=== datapath_sequencer_flat ===
Figure 1. Routing congestion map (datapath_sequencer_flat).
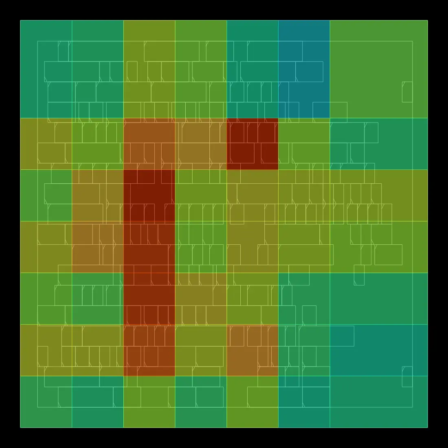

<file path="src/rtl/dp_seq_pkg.sv">
// Shared types, widths and control encodings for the datapath sequencer.
package dp_seq_pkg;

  localparam int unsigned OP_W  = 3;
  localparam int unsigned REG_W = 2;
  localparam int unsigned SR_W  = 2;
  localparam int unsigned ALU_W = 2;
  localparam int unsigned SEL_W = 3;
  localparam int unsigned CNT_W = 4;

  typedef enum logic [OP_W-1:0] {
    OP_LDI = 3'b000,
    OP_MOV = 3'b001,
    OP_XOR = 3'b010,
    OP_AND = 3'b011,
    OP_SHL = 3'b100
  } op_t;

  typedef enum logic [2:0] {
    ST_IDLE    = 3'd0,
    ST_T_SET   = 3'd1,
    ST_T_LOAD  = 3'd2,
    ST_W_SET   = 3'd3,
    ST_W_WRITE = 3'd4,
    ST_DONE    = 3'd5
  } state_t;

  localparam logic [SR_W-1:0]  SR_IN    = 2'b00;
  localparam logic [SR_W-1:0]  SR_ALU   = 2'b01;
  localparam logic [SR_W-1:0]  SR_TMP   = 2'b10;

  localparam logic [ALU_W-1:0] ALU_XOR  = 2'b00;
  localparam logic [ALU_W-1:0] ALU_AND  = 2'b01;
  localparam logic [ALU_W-1:0] ALU_SHL  = 2'b10;
  localparam logic [ALU_W-1:0] ALU_PASS = 2'b11;

  localparam logic [SEL_W-1:0] TSEL_ALU = 3'b000;
  localparam logic [SEL_W-1:0] TSEL_R0  = 3'b001;
  localparam logic [SEL_W-1:0] TSEL_BIN = 3'b010;

  // Opcode is defined and, for two-operand ops, the source is not R0.
  function automatic logic is_legal(input logic [OP_W-1:0] op, input logic [REG_W-1:0] rs);
    case (op)
      OP_LDI, OP_SHL:         return 1'b1;
      OP_MOV, OP_XOR, OP_AND: return rs != '0;
      default:                return 1'b0;
    endcase
  endfunction

  // Ops that stage R0 into tmp before the ALU result is written back.
  function automatic logic needs_tmp(input logic [OP_W-1:0] op);
    return (op == OP_XOR) || (op == OP_AND) || (op == OP_SHL);
  endfunction

  // Bin mux index for a source register R1..R3.
  function automatic logic [SEL_W-1:0] bin_sel(input logic [REG_W-1:0] rs);
    return SEL_W'(rs - REG_W'(1));
  endfunction

endpackage

</file>
<file path="src/rtl/datapath_sequencer_if.sv">
// Host-side instruction handshake plus the control bundle driven into the datapath.
interface datapath_sequencer_if;
  import dp_seq_pkg::*;

  logic             start;
  logic [OP_W-1:0]  op;
  logic [REG_W-1:0] rd;
  logic [REG_W-1:0] rs;
  logic             busy;
  logic             done;
  logic             err;
  logic [SR_W-1:0]  sr;
  logic [REG_W-1:0] Rn;
  logic             w;
  logic [ALU_W-1:0] aluop;
  logic             lt;
  logic [SEL_W-1:0] tsel;
  logic [SEL_W-1:0] bsel;

  modport master (
    output start, op, rd, rs,
    input  busy, done, err, sr, Rn, w, aluop, lt, tsel, bsel
  );

  modport slave (
    input  start, op, rd, rs,
    output busy, done, err, sr, Rn, w, aluop, lt, tsel, bsel
  );
endinterface

</file>
<file path="src/rtl/settle_timer.sv">
// Down-counter that holds the write controls stable for SETTLE cycles.
module settle_timer
  import dp_seq_pkg::*;
#(
  parameter int unsigned SETTLE = 1
) (
  input  logic clk,
  input  logic reset,
  input  logic load,
  input  logic dec,
  output logic expired_c
);

  logic [CNT_W-1:0] cnt;

  // Load on entry to the settle window, count down while in it.
  always_ff @(posedge clk) begin
    if (reset) begin
      cnt <= '0;
    end else if (load) begin
      cnt <= CNT_W'(SETTLE);
    end else if (dec && (cnt != '0)) begin
      cnt <= cnt - CNT_W'(1);
    end
  end

  assign expired_c = (cnt <= CNT_W'(1));

endmodule

</file>
<file path="src/rtl/datapath_sequencer.sv">
// Multi-cycle controller sequencing the R0..R3/tmp/ALU datapath, one instruction per handshake.
module datapath_sequencer
  import dp_seq_pkg::*;
#(
  parameter int unsigned SETTLE = 1
) (
  input  logic                 clk,
  input  logic                 reset,
  datapath_sequencer_if.slave  bus
);

  state_t           state;
  logic [OP_W-1:0]  op_q;
  logic [REG_W-1:0] rd_q;
  logic [REG_W-1:0] rs_q;
  logic             err_q;
  logic             load_c;
  logic             dec_c;
  logic             expired_c;

  settle_timer #(.SETTLE(SETTLE)) u_settle (
    .clk       (clk),
    .reset     (reset),
    .load      (load_c),
    .dec       (dec_c),
    .expired_c (expired_c)
  );

  // Arm the timer on every entry into W_SET, run it while there.
  always_comb begin
    load_c = 1'b0;
    dec_c  = 1'b0;
    case (state)
      ST_IDLE:   load_c = bus.start && is_legal(bus.op, bus.rs) && !needs_tmp(bus.op);
      ST_T_LOAD: load_c = 1'b1;
      ST_W_SET:  dec_c  = 1'b1;
      default:   ;
    endcase
  end

  // Sequencer state and registered controls; outputs reflect the state just left.
  always_ff @(posedge clk) begin
    if (reset) begin
      state     <= ST_IDLE;
      op_q      <= '0;
      rd_q      <= '0;
      rs_q      <= '0;
      err_q     <= 1'b0;
      bus.busy  <= 1'b0;
      bus.done  <= 1'b0;
      bus.err   <= 1'b0;
      bus.w     <= 1'b0;
      bus.lt    <= 1'b0;
      bus.sr    <= SR_IN;
      bus.Rn    <= '0;
      bus.aluop <= ALU_PASS;
      bus.tsel  <= TSEL_ALU;
      bus.bsel  <= '0;
    end else begin
      case (state)
        ST_IDLE: begin
          bus.done <= 1'b0;
          bus.err  <= 1'b0;
          bus.w    <= 1'b0;
          bus.lt   <= 1'b0;
          if (bus.start) begin
            op_q     <= bus.op;
            rd_q     <= bus.rd;
            rs_q     <= bus.rs;
            bus.busy <= 1'b1;
            if (!is_legal(bus.op, bus.rs)) begin
              err_q <= 1'b1;
              state <= ST_DONE;
            end else if (needs_tmp(bus.op)) begin
              err_q <= 1'b0;
              state <= ST_T_SET;
            end else begin
              err_q <= 1'b0;
              state <= ST_W_SET;
            end
          end
        end
        ST_T_SET: begin
          bus.tsel <= TSEL_R0;
          bus.lt   <= 1'b0;
          state    <= ST_T_LOAD;
        end
        ST_T_LOAD: begin
          bus.lt <= 1'b1;
          state  <= ST_W_SET;
        end
        ST_W_SET: begin
          bus.w  <= 1'b0;
          bus.lt <= 1'b0;
          bus.Rn <= rd_q;
          case (op_q)
            OP_LDI: bus.sr <= SR_IN;
            OP_MOV: begin
              bus.sr    <= SR_ALU;
              bus.aluop <= ALU_PASS;
              bus.bsel  <= bin_sel(rs_q);
            end
            OP_XOR: begin
              bus.sr    <= SR_ALU;
              bus.aluop <= ALU_XOR;
              bus.bsel  <= bin_sel(rs_q);
            end
            OP_AND: begin
              bus.sr    <= SR_ALU;
              bus.aluop <= ALU_AND;
              bus.bsel  <= bin_sel(rs_q);
            end
            default: begin
              bus.sr    <= SR_ALU;
              bus.aluop <= ALU_SHL;
            end
          endcase
          if (expired_c) begin
            state <= ST_W_WRITE;
          end
        end
        ST_W_WRITE: begin
          bus.w <= 1'b1;
          state <= ST_DONE;
        end
        ST_DONE: begin
          bus.w    <= 1'b0;
          bus.lt   <= 1'b0;
          bus.done <= 1'b1;
          bus.err  <= err_q;
          bus.busy <= 1'b0;
          state    <= ST_IDLE;
        end
        default: state <= ST_IDLE;
      endcase
    end
  end

endmodule
</file>
<file path="src/flat_wrapper.sv">
// flat-port wrapper written by rule: the top's interface ports become plain ports
module datapath_sequencer_flat import dp_seq_pkg::*;
#(
  parameter int unsigned SETTLE = 1
)
  (clk, reset, bus_start, bus_op, bus_rd, bus_rs, bus_busy, bus_done, bus_err, bus_sr, bus_Rn, bus_w, bus_aluop, bus_lt, bus_tsel, bus_bsel);
  datapath_sequencer_if bus_i ();
  input  logic clk;
  input  logic reset;
  input wire logic [$bits(bus_i.start)-1:0] bus_start;
  input wire logic [$bits(bus_i.op)-1:0] bus_op;
  input wire logic [$bits(bus_i.rd)-1:0] bus_rd;
  input wire logic [$bits(bus_i.rs)-1:0] bus_rs;
  output wire logic [$bits(bus_i.busy)-1:0] bus_busy;
  output wire logic [$bits(bus_i.done)-1:0] bus_done;
  output wire logic [$bits(bus_i.err)-1:0] bus_err;
  output wire logic [$bits(bus_i.sr)-1:0] bus_sr;
  output wire logic [$bits(bus_i.Rn)-1:0] bus_Rn;
  output wire logic [$bits(bus_i.w)-1:0] bus_w;
  output wire logic [$bits(bus_i.aluop)-1:0] bus_aluop;
  output wire logic [$bits(bus_i.lt)-1:0] bus_lt;
  output wire logic [$bits(bus_i.tsel)-1:0] bus_tsel;
  output wire logic [$bits(bus_i.bsel)-1:0] bus_bsel;
  assign bus_i.start = bus_start;
  assign bus_i.op = bus_op;
  assign bus_i.rd = bus_rd;
  assign bus_i.rs = bus_rs;
  assign bus_busy = bus_i.busy;
  assign bus_done = bus_i.done;
  assign bus_err = bus_i.err;
  assign bus_sr = bus_i.sr;
  assign bus_Rn = bus_i.Rn;
  assign bus_w = bus_i.w;
  assign bus_aluop = bus_i.aluop;
  assign bus_lt = bus_i.lt;
  assign bus_tsel = bus_i.tsel;
  assign bus_bsel = bus_i.bsel;
  datapath_sequencer #(.SETTLE(SETTLE)) u_core (.clk(clk), .reset(reset), .bus(bus_i));
endmodule
</file>
<file path="config.mk">
export PLATFORM = sky130hd
export DESIGN_NAME = datapath_sequencer_flat
export DESIGN_NICKNAME = d
export VERILOG_FILES = /design/src/rtl/dp_seq_pkg.sv /design/src/rtl/datapath_sequencer_if.sv /design/src/rtl/settle_timer.sv /design/src/rtl/datapath_sequencer.sv /design/src/flat_wrapper.sv
export SDC_FILE = /design/constraint.sdc
export NUM_CORES = 1
export LEC_CHECK = 0
export ABC_AREA = 1
export CORE_MARGIN = 2
export CORE_UTILIZATION = 54
export DETAILED_ROUTE_END_ITERATION = 8
export PLACE_DENSITY = 0.83
export SLEW_MARGIN = 20
export SYNTH_ARGS = -nofsm -noshare
export SYNTH_HDL_FRONTEND = slang
export SYNTH_SLANG_ARGS = --single-unit
</file>
<file path="constraint.sdc">
create_clock -name clk -period 1.9 [get_ports clk]
set_input_delay 0.19 -clock clk [delete_from_list [all_inputs] [get_ports clk]]
set_output_delay 0.19 -clock clk [all_outputs]
set_load 0.01 [all_outputs]
</file>
=== imem_loader_flat ===
**src/rtl/imem_loader_if.sv**
```systemverilog
// Byte-stream input and instruction-SRAM write bus of the boot loader.
// slave = the loader, master = the stream source / SRAM side.
interface imem_loader_if;
    logic [7:0]  in_data;
    logic        in_valid;
    logic        in_ready;
    logic        mem_we;
    logic [31:0] mem_addr;
    logic [31:0] mem_wdata;

    modport master (
        output in_data, in_valid,
        input  in_ready, mem_we, mem_addr, mem_wdata
    );

    modport slave (
        input  in_data, in_valid,
        output in_ready, mem_we, mem_addr, mem_wdata
    );
endinterface

```
**src/rtl/imem_loader.sv**
```systemverilog
// Boot-time instruction memory loader: takes a big-endian, length-prefixed
// byte stream, packs bytes into 32-bit words and writes them to consecutive
// word addresses from BASE_ADDR. start_up holds fetch at the reset PC until
// the last word is written.
module imem_loader #(
    parameter logic [31:0] BASE_ADDR = 32'h0040_0020,
    parameter int          MAX_WORDS = 1024
) (
    input  logic                clk,
    input  logic                rst_n,
    imem_loader_if.slave        bus,
    output logic                start_up,
    output logic                done,
    output logic                err,
    output logic [15:0]         words_written
);

    typedef enum logic [2:0] {
        S_CNT_HI, S_CNT_LO, S_DATA, S_WRITE, S_DONE, S_ERR
    } state_e;

    // 17 bits so a count of 65535 compares correctly against any limit
    localparam logic [16:0] MAX_W = 17'(MAX_WORDS);

    state_e      state_q, state_d;
    logic [7:0]  cnt_hi_q, cnt_hi_d;
    logic [15:0] count_q, count_d;
    logic [1:0]  byte_idx_q, byte_idx_d;
    logic [15:0] word_idx_q, word_idx_d;
    logic [31:0] word_q, word_d;
    logic [31:0] addr_q, addr_d;
    logic [31:0] wdata_q, wdata_d;
    logic [15:0] ww_q, ww_d;
    logic        xfer;

    // Handshake and status are pure decodes of the state register
    assign bus.in_ready  = (state_q == S_CNT_HI) || (state_q == S_CNT_LO) || (state_q == S_DATA);
    assign bus.mem_we    = (state_q == S_WRITE);
    assign bus.mem_addr  = addr_q;
    assign bus.mem_wdata = wdata_q;
    assign start_up      = (state_q != S_DONE);
    assign done          = (state_q == S_DONE);
    assign err           = (state_q == S_ERR);
    assign words_written = ww_q;
    assign xfer          = bus.in_valid && bus.in_ready;

    // Next-state and datapath: header parse, byte packing, one-cycle write
    always_comb begin
        state_d    = state_q;
        cnt_hi_d   = cnt_hi_q;
        count_d    = count_q;
        byte_idx_d = byte_idx_q;
        word_idx_d = word_idx_q;
        word_d     = word_q;
        addr_d     = addr_q;
        wdata_d    = wdata_q;
        ww_d       = ww_q;
        case (state_q)
            S_CNT_HI: begin
                if (xfer) begin
                    cnt_hi_d = bus.in_data;
                    state_d  = S_CNT_LO;
                end
            end
            S_CNT_LO: begin
                if (xfer) begin
                    count_d = {cnt_hi_q, bus.in_data};
                    if (count_d == 16'd0) begin
                        state_d = S_DONE;
                    end else if ({1'b0, count_d} > MAX_W) begin
                        state_d = S_ERR;
                    end else begin
                        byte_idx_d = 2'd0;
                        word_idx_d = 16'd0;
                        state_d    = S_DATA;
                    end
                end
            end
            S_DATA: begin
                if (xfer) begin
                    word_d     = {word_q[23:0], bus.in_data};
                    byte_idx_d = byte_idx_q + 2'd1;
                    if (byte_idx_q == 2'd3) begin
                        // Capture address and data here so they are
                        // registered and stable for the WRITE cycle
                        wdata_d = word_d;
                        addr_d  = BASE_ADDR + {14'd0, word_idx_q, 2'b00};
                        state_d = S_WRITE;
                    end
                end
            end
            S_WRITE: begin
                word_idx_d = word_idx_q + 16'd1;
                ww_d       = ww_q + 16'd1;
                state_d    = (word_idx_d == count_q) ? S_DONE : S_DATA;
            end
            S_DONE, S_ERR: ;
            default: state_d = S_CNT_HI;
        endcase
    end

    // State and datapath registers
    always_ff @(posedge clk or negedge rst_n) begin
        if (!rst_n) begin
            state_q    <= S_CNT_HI;
            cnt_hi_q   <= 8'd0;
            count_q    <= 16'd0;
            byte_idx_q <= 2'd0;
            word_idx_q <= 16'd0;
            word_q     <= 32'd0;
            addr_q     <= BASE_ADDR;
            wdata_q    <= 32'd0;
            ww_q       <= 16'd0;
        end else begin
            state_q    <= state_d;
            cnt_hi_q   <= cnt_hi_d;
            count_q    <= count_d;
            byte_idx_q <= byte_idx_d;
            word_idx_q <= word_idx_d;
            word_q     <= word_d;
            addr_q     <= addr_d;
            wdata_q    <= wdata_d;
            ww_q       <= ww_d;
        end
    end

endmodule

```
**src/flat_wrapper.sv**
```systemverilog
// flat-port wrapper written by rule: the top's interface ports become plain ports
module imem_loader_flat 
#(
    parameter logic [31:0] BASE_ADDR = 32'h0040_0020,
    parameter int          MAX_WORDS = 1024
)
  (clk, rst_n, start_up, done, err, words_written, bus_in_data, bus_in_valid, bus_in_ready, bus_mem_we, bus_mem_addr, bus_mem_wdata);
  imem_loader_if bus_i ();
  input  logic clk;
  input  logic rst_n;
  output logic start_up;
  output logic done;
  output logic err;
  output logic [15:0] words_written;
  input wire logic [$bits(bus_i.in_data)-1:0] bus_in_data;
  input wire logic [$bits(bus_i.in_valid)-1:0] bus_in_valid;
  output wire logic [$bits(bus_i.in_ready)-1:0] bus_in_ready;
  output wire logic [$bits(bus_i.mem_we)-1:0] bus_mem_we;
  output wire logic [$bits(bus_i.mem_addr)-1:0] bus_mem_addr;
  output wire logic [$bits(bus_i.mem_wdata)-1:0] bus_mem_wdata;
  assign bus_i.in_data = bus_in_data;
  assign bus_i.in_valid = bus_in_valid;
  assign bus_in_ready = bus_i.in_ready;
  assign bus_mem_we = bus_i.mem_we;
  assign bus_mem_addr = bus_i.mem_addr;
  assign bus_mem_wdata = bus_i.mem_wdata;
  imem_loader #(.BASE_ADDR(BASE_ADDR), .MAX_WORDS(MAX_WORDS)) u_core (.clk(clk), .rst_n(rst_n), .bus(bus_i), .start_up(start_up), .done(done), .err(err), .words_written(words_written));
endmodule
```
**config.mk**
```make
export PLATFORM = sky130hd
export DESIGN_NAME = imem_loader_flat
export DESIGN_NICKNAME = d
export VERILOG_FILES = /design/src/rtl/imem_loader_if.sv /design/src/rtl/imem_loader.sv /design/src/flat_wrapper.sv
export SDC_FILE = /design/constraint.sdc
export NUM_CORES = 1
export LEC_CHECK = 0
export ABC_AREA = 0
export ABC_CLOCK_PERIOD_IN_PS = 3400
export CORE_ASPECT_RATIO = 2
export CORE_MARGIN = 5
export CORE_UTILIZATION = 26
export DETAILED_ROUTE_END_ITERATION = 10
export PLACE_DENSITY_LB_ADDON = 0.3
export SYNTH_ARGS = -nofsm -noshare
export SYNTH_HDL_FRONTEND = slang
export SYNTH_SLANG_ARGS = --single-unit
```
**constraint.sdc**
```tcl
create_clock -name clk -period 3.4 [get_ports clk]
set_input_delay 0.68 -clock clk [delete_from_list [all_inputs] [get_ports clk]]
set_output_delay 0.68 -clock clk [all_outputs]
set_load 0.005 [all_outputs]
```
=== wr_ptr_ctrl ===
**config.mk**
```make
export PLATFORM = sky130hd
export DESIGN_NAME = wr_ptr_ctrl
export DESIGN_NICKNAME = d
export VERILOG_FILES = /design/src/rtl/wr_ptr_ctrl.sv
export SDC_FILE = /design/constraint.sdc
export NUM_CORES = 1
export LEC_CHECK = 0
export ABC_AREA = 1
export CAP_MARGIN = 20
export CORE_MARGIN = 3
export CORE_UTILIZATION = 45
export CTS_BUF_LIST = sky130_fd_sc_hd__clkbuf_8 sky130_fd_sc_hd__clkbuf_16
export CTS_CLUSTER_DIAMETER = 40
export DETAILED_ROUTE_END_ITERATION = 12
export PLACE_DENSITY = 0.81
export REMOVE_ABC_BUFFERS = 1
export SLEW_MARGIN = 20
export SYNTH_ARGS = -nofsm -noshare
export SYNTH_HDL_FRONTEND = slang
export SYNTH_SLANG_ARGS = --single-unit
```
**constraint.sdc**
```tcl
create_clock -name wr_clk -period 3.8 [get_ports wr_clk]
set_input_delay 0.57 -clock wr_clk [delete_from_list [all_inputs] [get_ports wr_clk]]
set_output_delay 0.57 -clock wr_clk [all_outputs]
set_load 0.01 [all_outputs]
```
**src/rtl/wr_ptr_ctrl.sv**
```systemverilog
// Write-domain pointer and flag controller for the async FIFO: binary/Gray write
// pointers, optional read-pointer synchroniser, exact fill level and registered flags.
module wr_ptr_ctrl #(
  parameter int PTR_SIZE     = 4,
  parameter int AFULL_THRESH = 12,
  parameter int SYNC_STAGES  = 2
) (
  input  logic                wr_clk,
  input  logic                rst,
  input  logic                wr_en,
  input  logic [PTR_SIZE:0]   g_rptr_in,
  input  logic                ovf_clr,
  output logic                full,
  output logic                almost_full,
  output logic                overflow,
  output logic                wr_ack,
  output logic [PTR_SIZE:0]   wr_level,
  output logic [PTR_SIZE-1:0] waddr,
  output logic [PTR_SIZE:0]   b_wptr,
  output logic [PTR_SIZE:0]   g_wptr
);

  localparam int              PW      = PTR_SIZE + 1;
  localparam logic [PTR_SIZE:0] DEPTH_L = PW'(2 ** PTR_SIZE);
  localparam logic [PTR_SIZE:0] AFULL_L = PW'(AFULL_THRESH);

  function automatic logic [PTR_SIZE:0] bin2gray(input logic [PTR_SIZE:0] b);
    return b ^ (b >> 1);
  endfunction

  function automatic logic [PTR_SIZE:0] gray2bin(input logic [PTR_SIZE:0] g);
    logic [PTR_SIZE:0] b;
    b[PTR_SIZE] = g[PTR_SIZE];
    for (int i = PTR_SIZE - 1; i >= 0; i--) begin
      b[i] = b[i+1] ^ g[i];
    end
    return b;
  endfunction

  logic [PTR_SIZE:0] rptr_s;
  logic [PTR_SIZE:0] b_rptr;
  logic [PTR_SIZE:0] b_next;
  logic [PTR_SIZE:0] g_next;
  logic [PTR_SIZE:0] level_next;
  logic              push;

  // Read-pointer synchroniser stages (bypassed when the pointer arrives pre-synced)
  generate
    if (SYNC_STAGES == 0) begin : g_nosync
      assign rptr_s = g_rptr_in;
    end else begin : g_sync
      logic [PTR_SIZE:0] sync_p [SYNC_STAGES];
      always_ff @(posedge wr_clk or posedge rst) begin
        if (rst) begin
          for (int i = 0; i < SYNC_STAGES; i++) sync_p[i] <= '0;
        end else begin
          sync_p[0] <= g_rptr_in;
          for (int i = 1; i < SYNC_STAGES; i++) sync_p[i] <= sync_p[i-1];
        end
      end
      assign rptr_s = sync_p[SYNC_STAGES-1];
    end
  endgenerate

  always_comb begin
    push       = wr_en & ~full;
    b_next     = b_wptr + {{PTR_SIZE{1'b0}}, push};
    g_next     = bin2gray(b_next);
    b_rptr     = gray2bin(rptr_s);
    level_next = b_next - b_rptr;
  end

  // Pointer and flag registers; the level already includes this edge's push
  always_ff @(posedge wr_clk or posedge rst) begin
    if (rst) begin
      b_wptr      <= '0;
      g_wptr      <= '0;
      wr_level    <= '0;
      full        <= 1'b0;
      almost_full <= 1'b0;
      overflow    <= 1'b0;
      wr_ack      <= 1'b0;
    end else begin
      b_wptr      <= b_next;
      g_wptr      <= g_next;
      wr_level    <= level_next;
      full        <= (level_next == DEPTH_L);
      almost_full <= (level_next >= AFULL_L);
      overflow    <= (wr_en & full) | (overflow & ~ovf_clr);
      wr_ack      <= push;
    end
  end

  assign waddr = b_wptr[PTR_SIZE-1:0];

endmodule

```

## Gallery

Port wiring.
shot_01.png
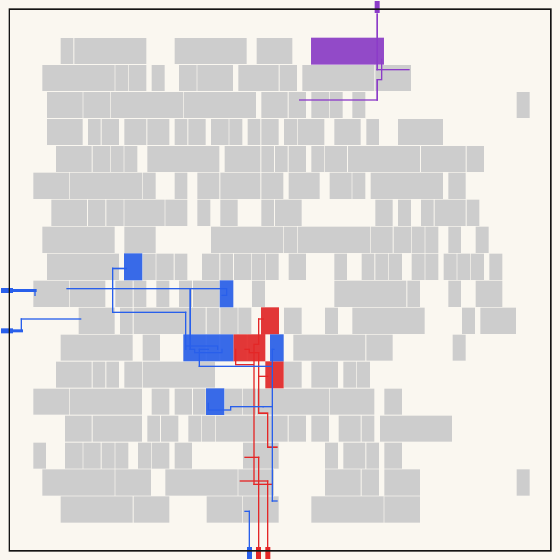
shot_02.png
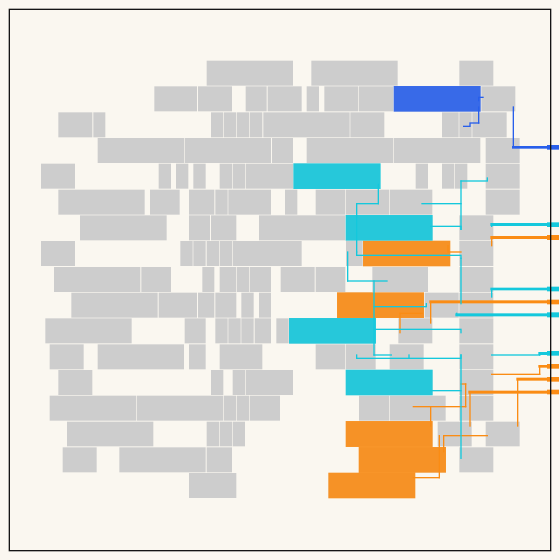
shot_03.png
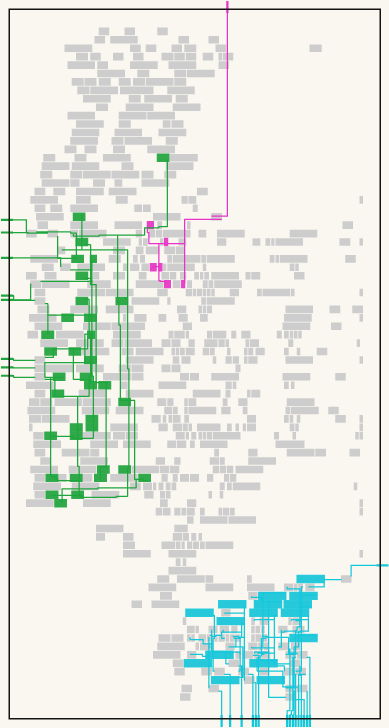
imem_loader_flat -> shot_03.png
datapath_sequencer_flat -> shot_01.png
wr_ptr_ctrl -> shot_02.png

Figure 2. Wiring heat map (datapath_sequencer_flat).
Bar = 20 um. The die is cut into 11 by 11 equal tiles; dark purple is low, yellow is high, scaled to the fullest tile. Values are wire area over tile area, all layers added.
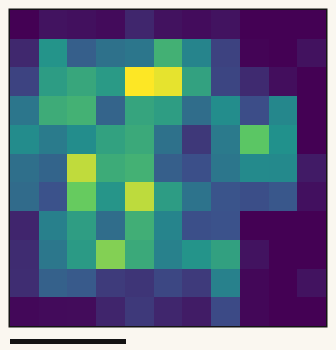
- nearly empty tiles: 16%
- tiles over half the peak: 25%
- mean over tiles: 0.15
- fullest tile: 0.49

Notes on Figure 1 above:
DR WL/cell: 11.5 um
gr busiest metal: met2

==> job_summary.md, datapath_sequencer_flat <==
## Implementation flow summary

| Metric | Value |
|---|---|
| Status | complete, no violations |
| NonClk Buf Share | 0.145 |
| Area growth, synth to finish | 19.3% |
| Vias in the first global route | 1093 |
| Fp util | 0.560 |
| DP Worst Slack | 0.296 ns |
| Core Util, Final | 0.668 |
| Largest class | logic gates |
| Synth Area per Inst | 7.39 um^2 |
| Number of enable flip-flop cells | 0 |
| Hold Path Origin | bus_rd[1] |
| Flop share of the area | 0.354 |
| Setup violations, final | 0 |
| Final hold vios | 0 |
| Most frequent logic cell in the layout | nand2_1 |
| Hold slack | 0.438 ns |
| Hold path depth | 3 |
| CTS Sinks | 29 |
| Critical-path maximum fanout | 12 |
| GRT met3 Usage | 0.0792 |
| CP max stage cell | dfxtp_1 |
| Post-Layout Cell Count | 239 |
| Initial antenna violation count | 0 |
| Crit path capture | u_core.u_settle.cnt[2] |
| Seq. cell area | around 580 um^2 |
| Seq cells | 29 |
| Met2 usage | 0.357 |
| Maximum clock insertion buffer count | 2 |
| Hold Path Sink | u_core.rd_q[1] |
| Synth area leader | dfxtp_1 |
| Metal1 wirelength | between 1000 and 1500 um |
| Cts bufs inserted | 5 |
| Die Y | approximately 54 um |
| Die X | 54.5 um |
Figure 3. Cell classes on the final placement (imem_loader_flat).
Bar = 20 um.
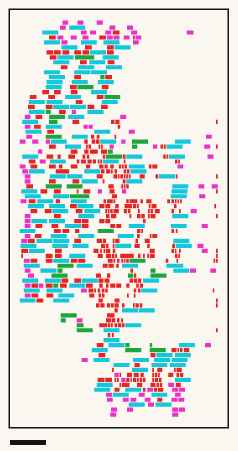
- all other logic: red (cells 366; share of their area 35%)
- flip-flops: cyan (cells 134; share of their area 45%)
- clock drivers and dummy loads: green (cells 32; share of their area 8.0%)
- other buffers and delay cells: magenta (cells 93; share of their area 12%)

==> job_summary.md, imem_loader_flat <==
## Implementation flow summary

| Metric | Value |
|---|---|
| Status | complete, no violations |
| Post-Syn Area | 0.00621 mm^2 |
| Synth Flop Type | dfrtp_1 |
| Final hold vios | 0 |
| TritonCTS clock tree | built |
| Warnings, synthesis | 0 |
| AND-OR/OR-AND Cells, Area Fraction | 0.0693 |
| DP Worst Slack | between 0.3 and 0.4 ns |
| Clock-net power | 1.86 mW |
| CP Buf/Inv Count | 2 |
| Seq. cell area | roughly 0.0034 mm^2 |
| CTS Sinks | ~130 |
| Combinational power share | 0.018 |
| Non-CTS buffers | 93 |
| Post-DP HPWL | between 10000 and 15000 um |
| Final #Nets | between 600 and 700 |
| Pwr Density | ~450 mW/mm^2 |
| Worst EP required | roughly 2.7 ns |
| Power Sequential | between 1.5 and 2 mW |
| Peak supply drop | 0.302 mV |
| Core Util, Final | 0.331 |
| Number of enable flip-flop cells | 0 |
| WP data arrival | approximately 2.2 ns |
| Vias | 4216 |
| Combinational gate power | around 0.063 mW |
| R2R Path End | u_core.state_q[1] |
| Post-CTS Setup Bufs | 0 |
| Die area | approximately 0.027 mm^2 |
| Lkg Pwr | ~3.6 nW |
| CTS Hold Bufs | 0 |
| Met2 usage | 0.220 |
| CP delay by family, top | flip-flops |
| Actual slew at the worst max-slew pin | around 1 ns |
| Flops after synth | 134 |
| Clock buf count | 18 |
Figure 4. Sizing map (wr_ptr_ctrl).
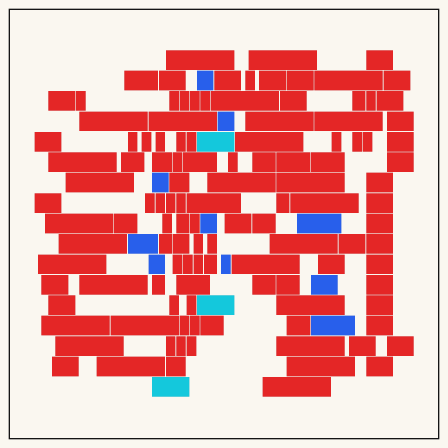
- drive 2: blue (cells 10)
- drive 6 and up: cyan (cells 3)
- drive 1 or less: red (cells 118)
Non-CTS buffers: 31
Area growth, synth to finish: 29.8%
setup ws final: 1.09 ns
post-route cell area: 0.00152 mm^2

==> job_summary.md, wr_ptr_ctrl <==
## Implementation flow summary

| Metric | Value |
|---|---|
| Status | complete, no violations |
| Maximum clock insertion buffer count | 2 |
| Asr flop ratio synth | 1.00 |
| Core Util, Final | 0.649 |
| Fp util | 0.500 |
| Detailed Routing Iterations Pass 1 | 4 |
| Lkg Pwr | between 0.7 and 0.8 nW |
| Flop share of the area | 0.461 |
| Clock-net power | ~0.15 mW |
| Synth Area per Inst | about 11 um^2 |
| GRT met3 Usage | 0.0385 |
| Yosys synthesis chip area | around 0.0012 mm^2 |
| Hold path depth | 0 |
| Final #Nets | between 100 and 150 |
| Crit path cell chain | inv_1 > nand2_1 > nand3_1 > nand2_1 > xor2_1 > xor2_1 > inv_1 > ha_1 > inv_1 > fa_1 > or2_2 > nor2_1 > nand2_1 > nor2_2 |
| # Cells Yosys | ~100 |
| DP Worst Slack | around 0.91 ns |
| Post-DRT Antenna Nets | 0 |
| # Taps | 28 |
| Flop-to-flop setup slack | between 1 and 1.5 ns |
| DR WL/cell | between 10 and 15 um |
| Final-layout clock-cell area share | 0.0272 |
| Combinational power share | 0.554 |
| Final hold vios | 0 |
| NonClk Buf Share | 0.204 |
| Vias | 762 |
| CP delay by family, top | simple AND/OR/NAND/NOR gates |
| Clock Skews | 0.00225 ns |
| M1 GR Usage | 0.143 |
| Fin crit share | 0.713 |
| CP endpoint kind | register |
| 1st-iter DRT viols | 5 |
| Post-synth top cells | 28 x dfrtp_1, 19 x nand2_1, 14 x inv_1 |
| Core Rows | 17 |
| DR WL met3 | about 150 um |
| CP Buf/Inv Count | 3 |
| Syn Inst Count | 102 |
| Seq. cell area | approximately 700 um^2 |
| Critical-path maximum fanout | 4 |
| Peak supply drop | 0.452 mV |
| Sw power | ~0.51 mW |
| Die X | 57.0 um |
| Worst EP required | around 4 ns |
| Max Slew Vio Count | 0 |
| Critical Path Max Stage Delay | between 0.4 and 0.5 ns |
| Most frequent logic cell in the layout | clkdlybuf4s50_1 |
| DRC | 0 |
| GRT overflow | 0 |
| Reg2reg start | rptr_s[4] |
| DP Area | around 0.0015 mm^2 |
| H-tree Lvls | 1 |
| Fraction of area in multi-input gates | 0.247 |
| Most frequent cells in the layout | 31 x clkdlybuf4s50_1, 28 x dfrtp_1, 19 x nand2_1, 13 x inv_1, 6 x xor2_1 |
| Root buf cell | clkbuf_8 |
| CP max stage cell | fa_1 |
| Dominant cell area share | 0.599 |
| Met2 wire len | 891 um |

Power figures rest on the tool's default switching activity, not on a simulated workload.
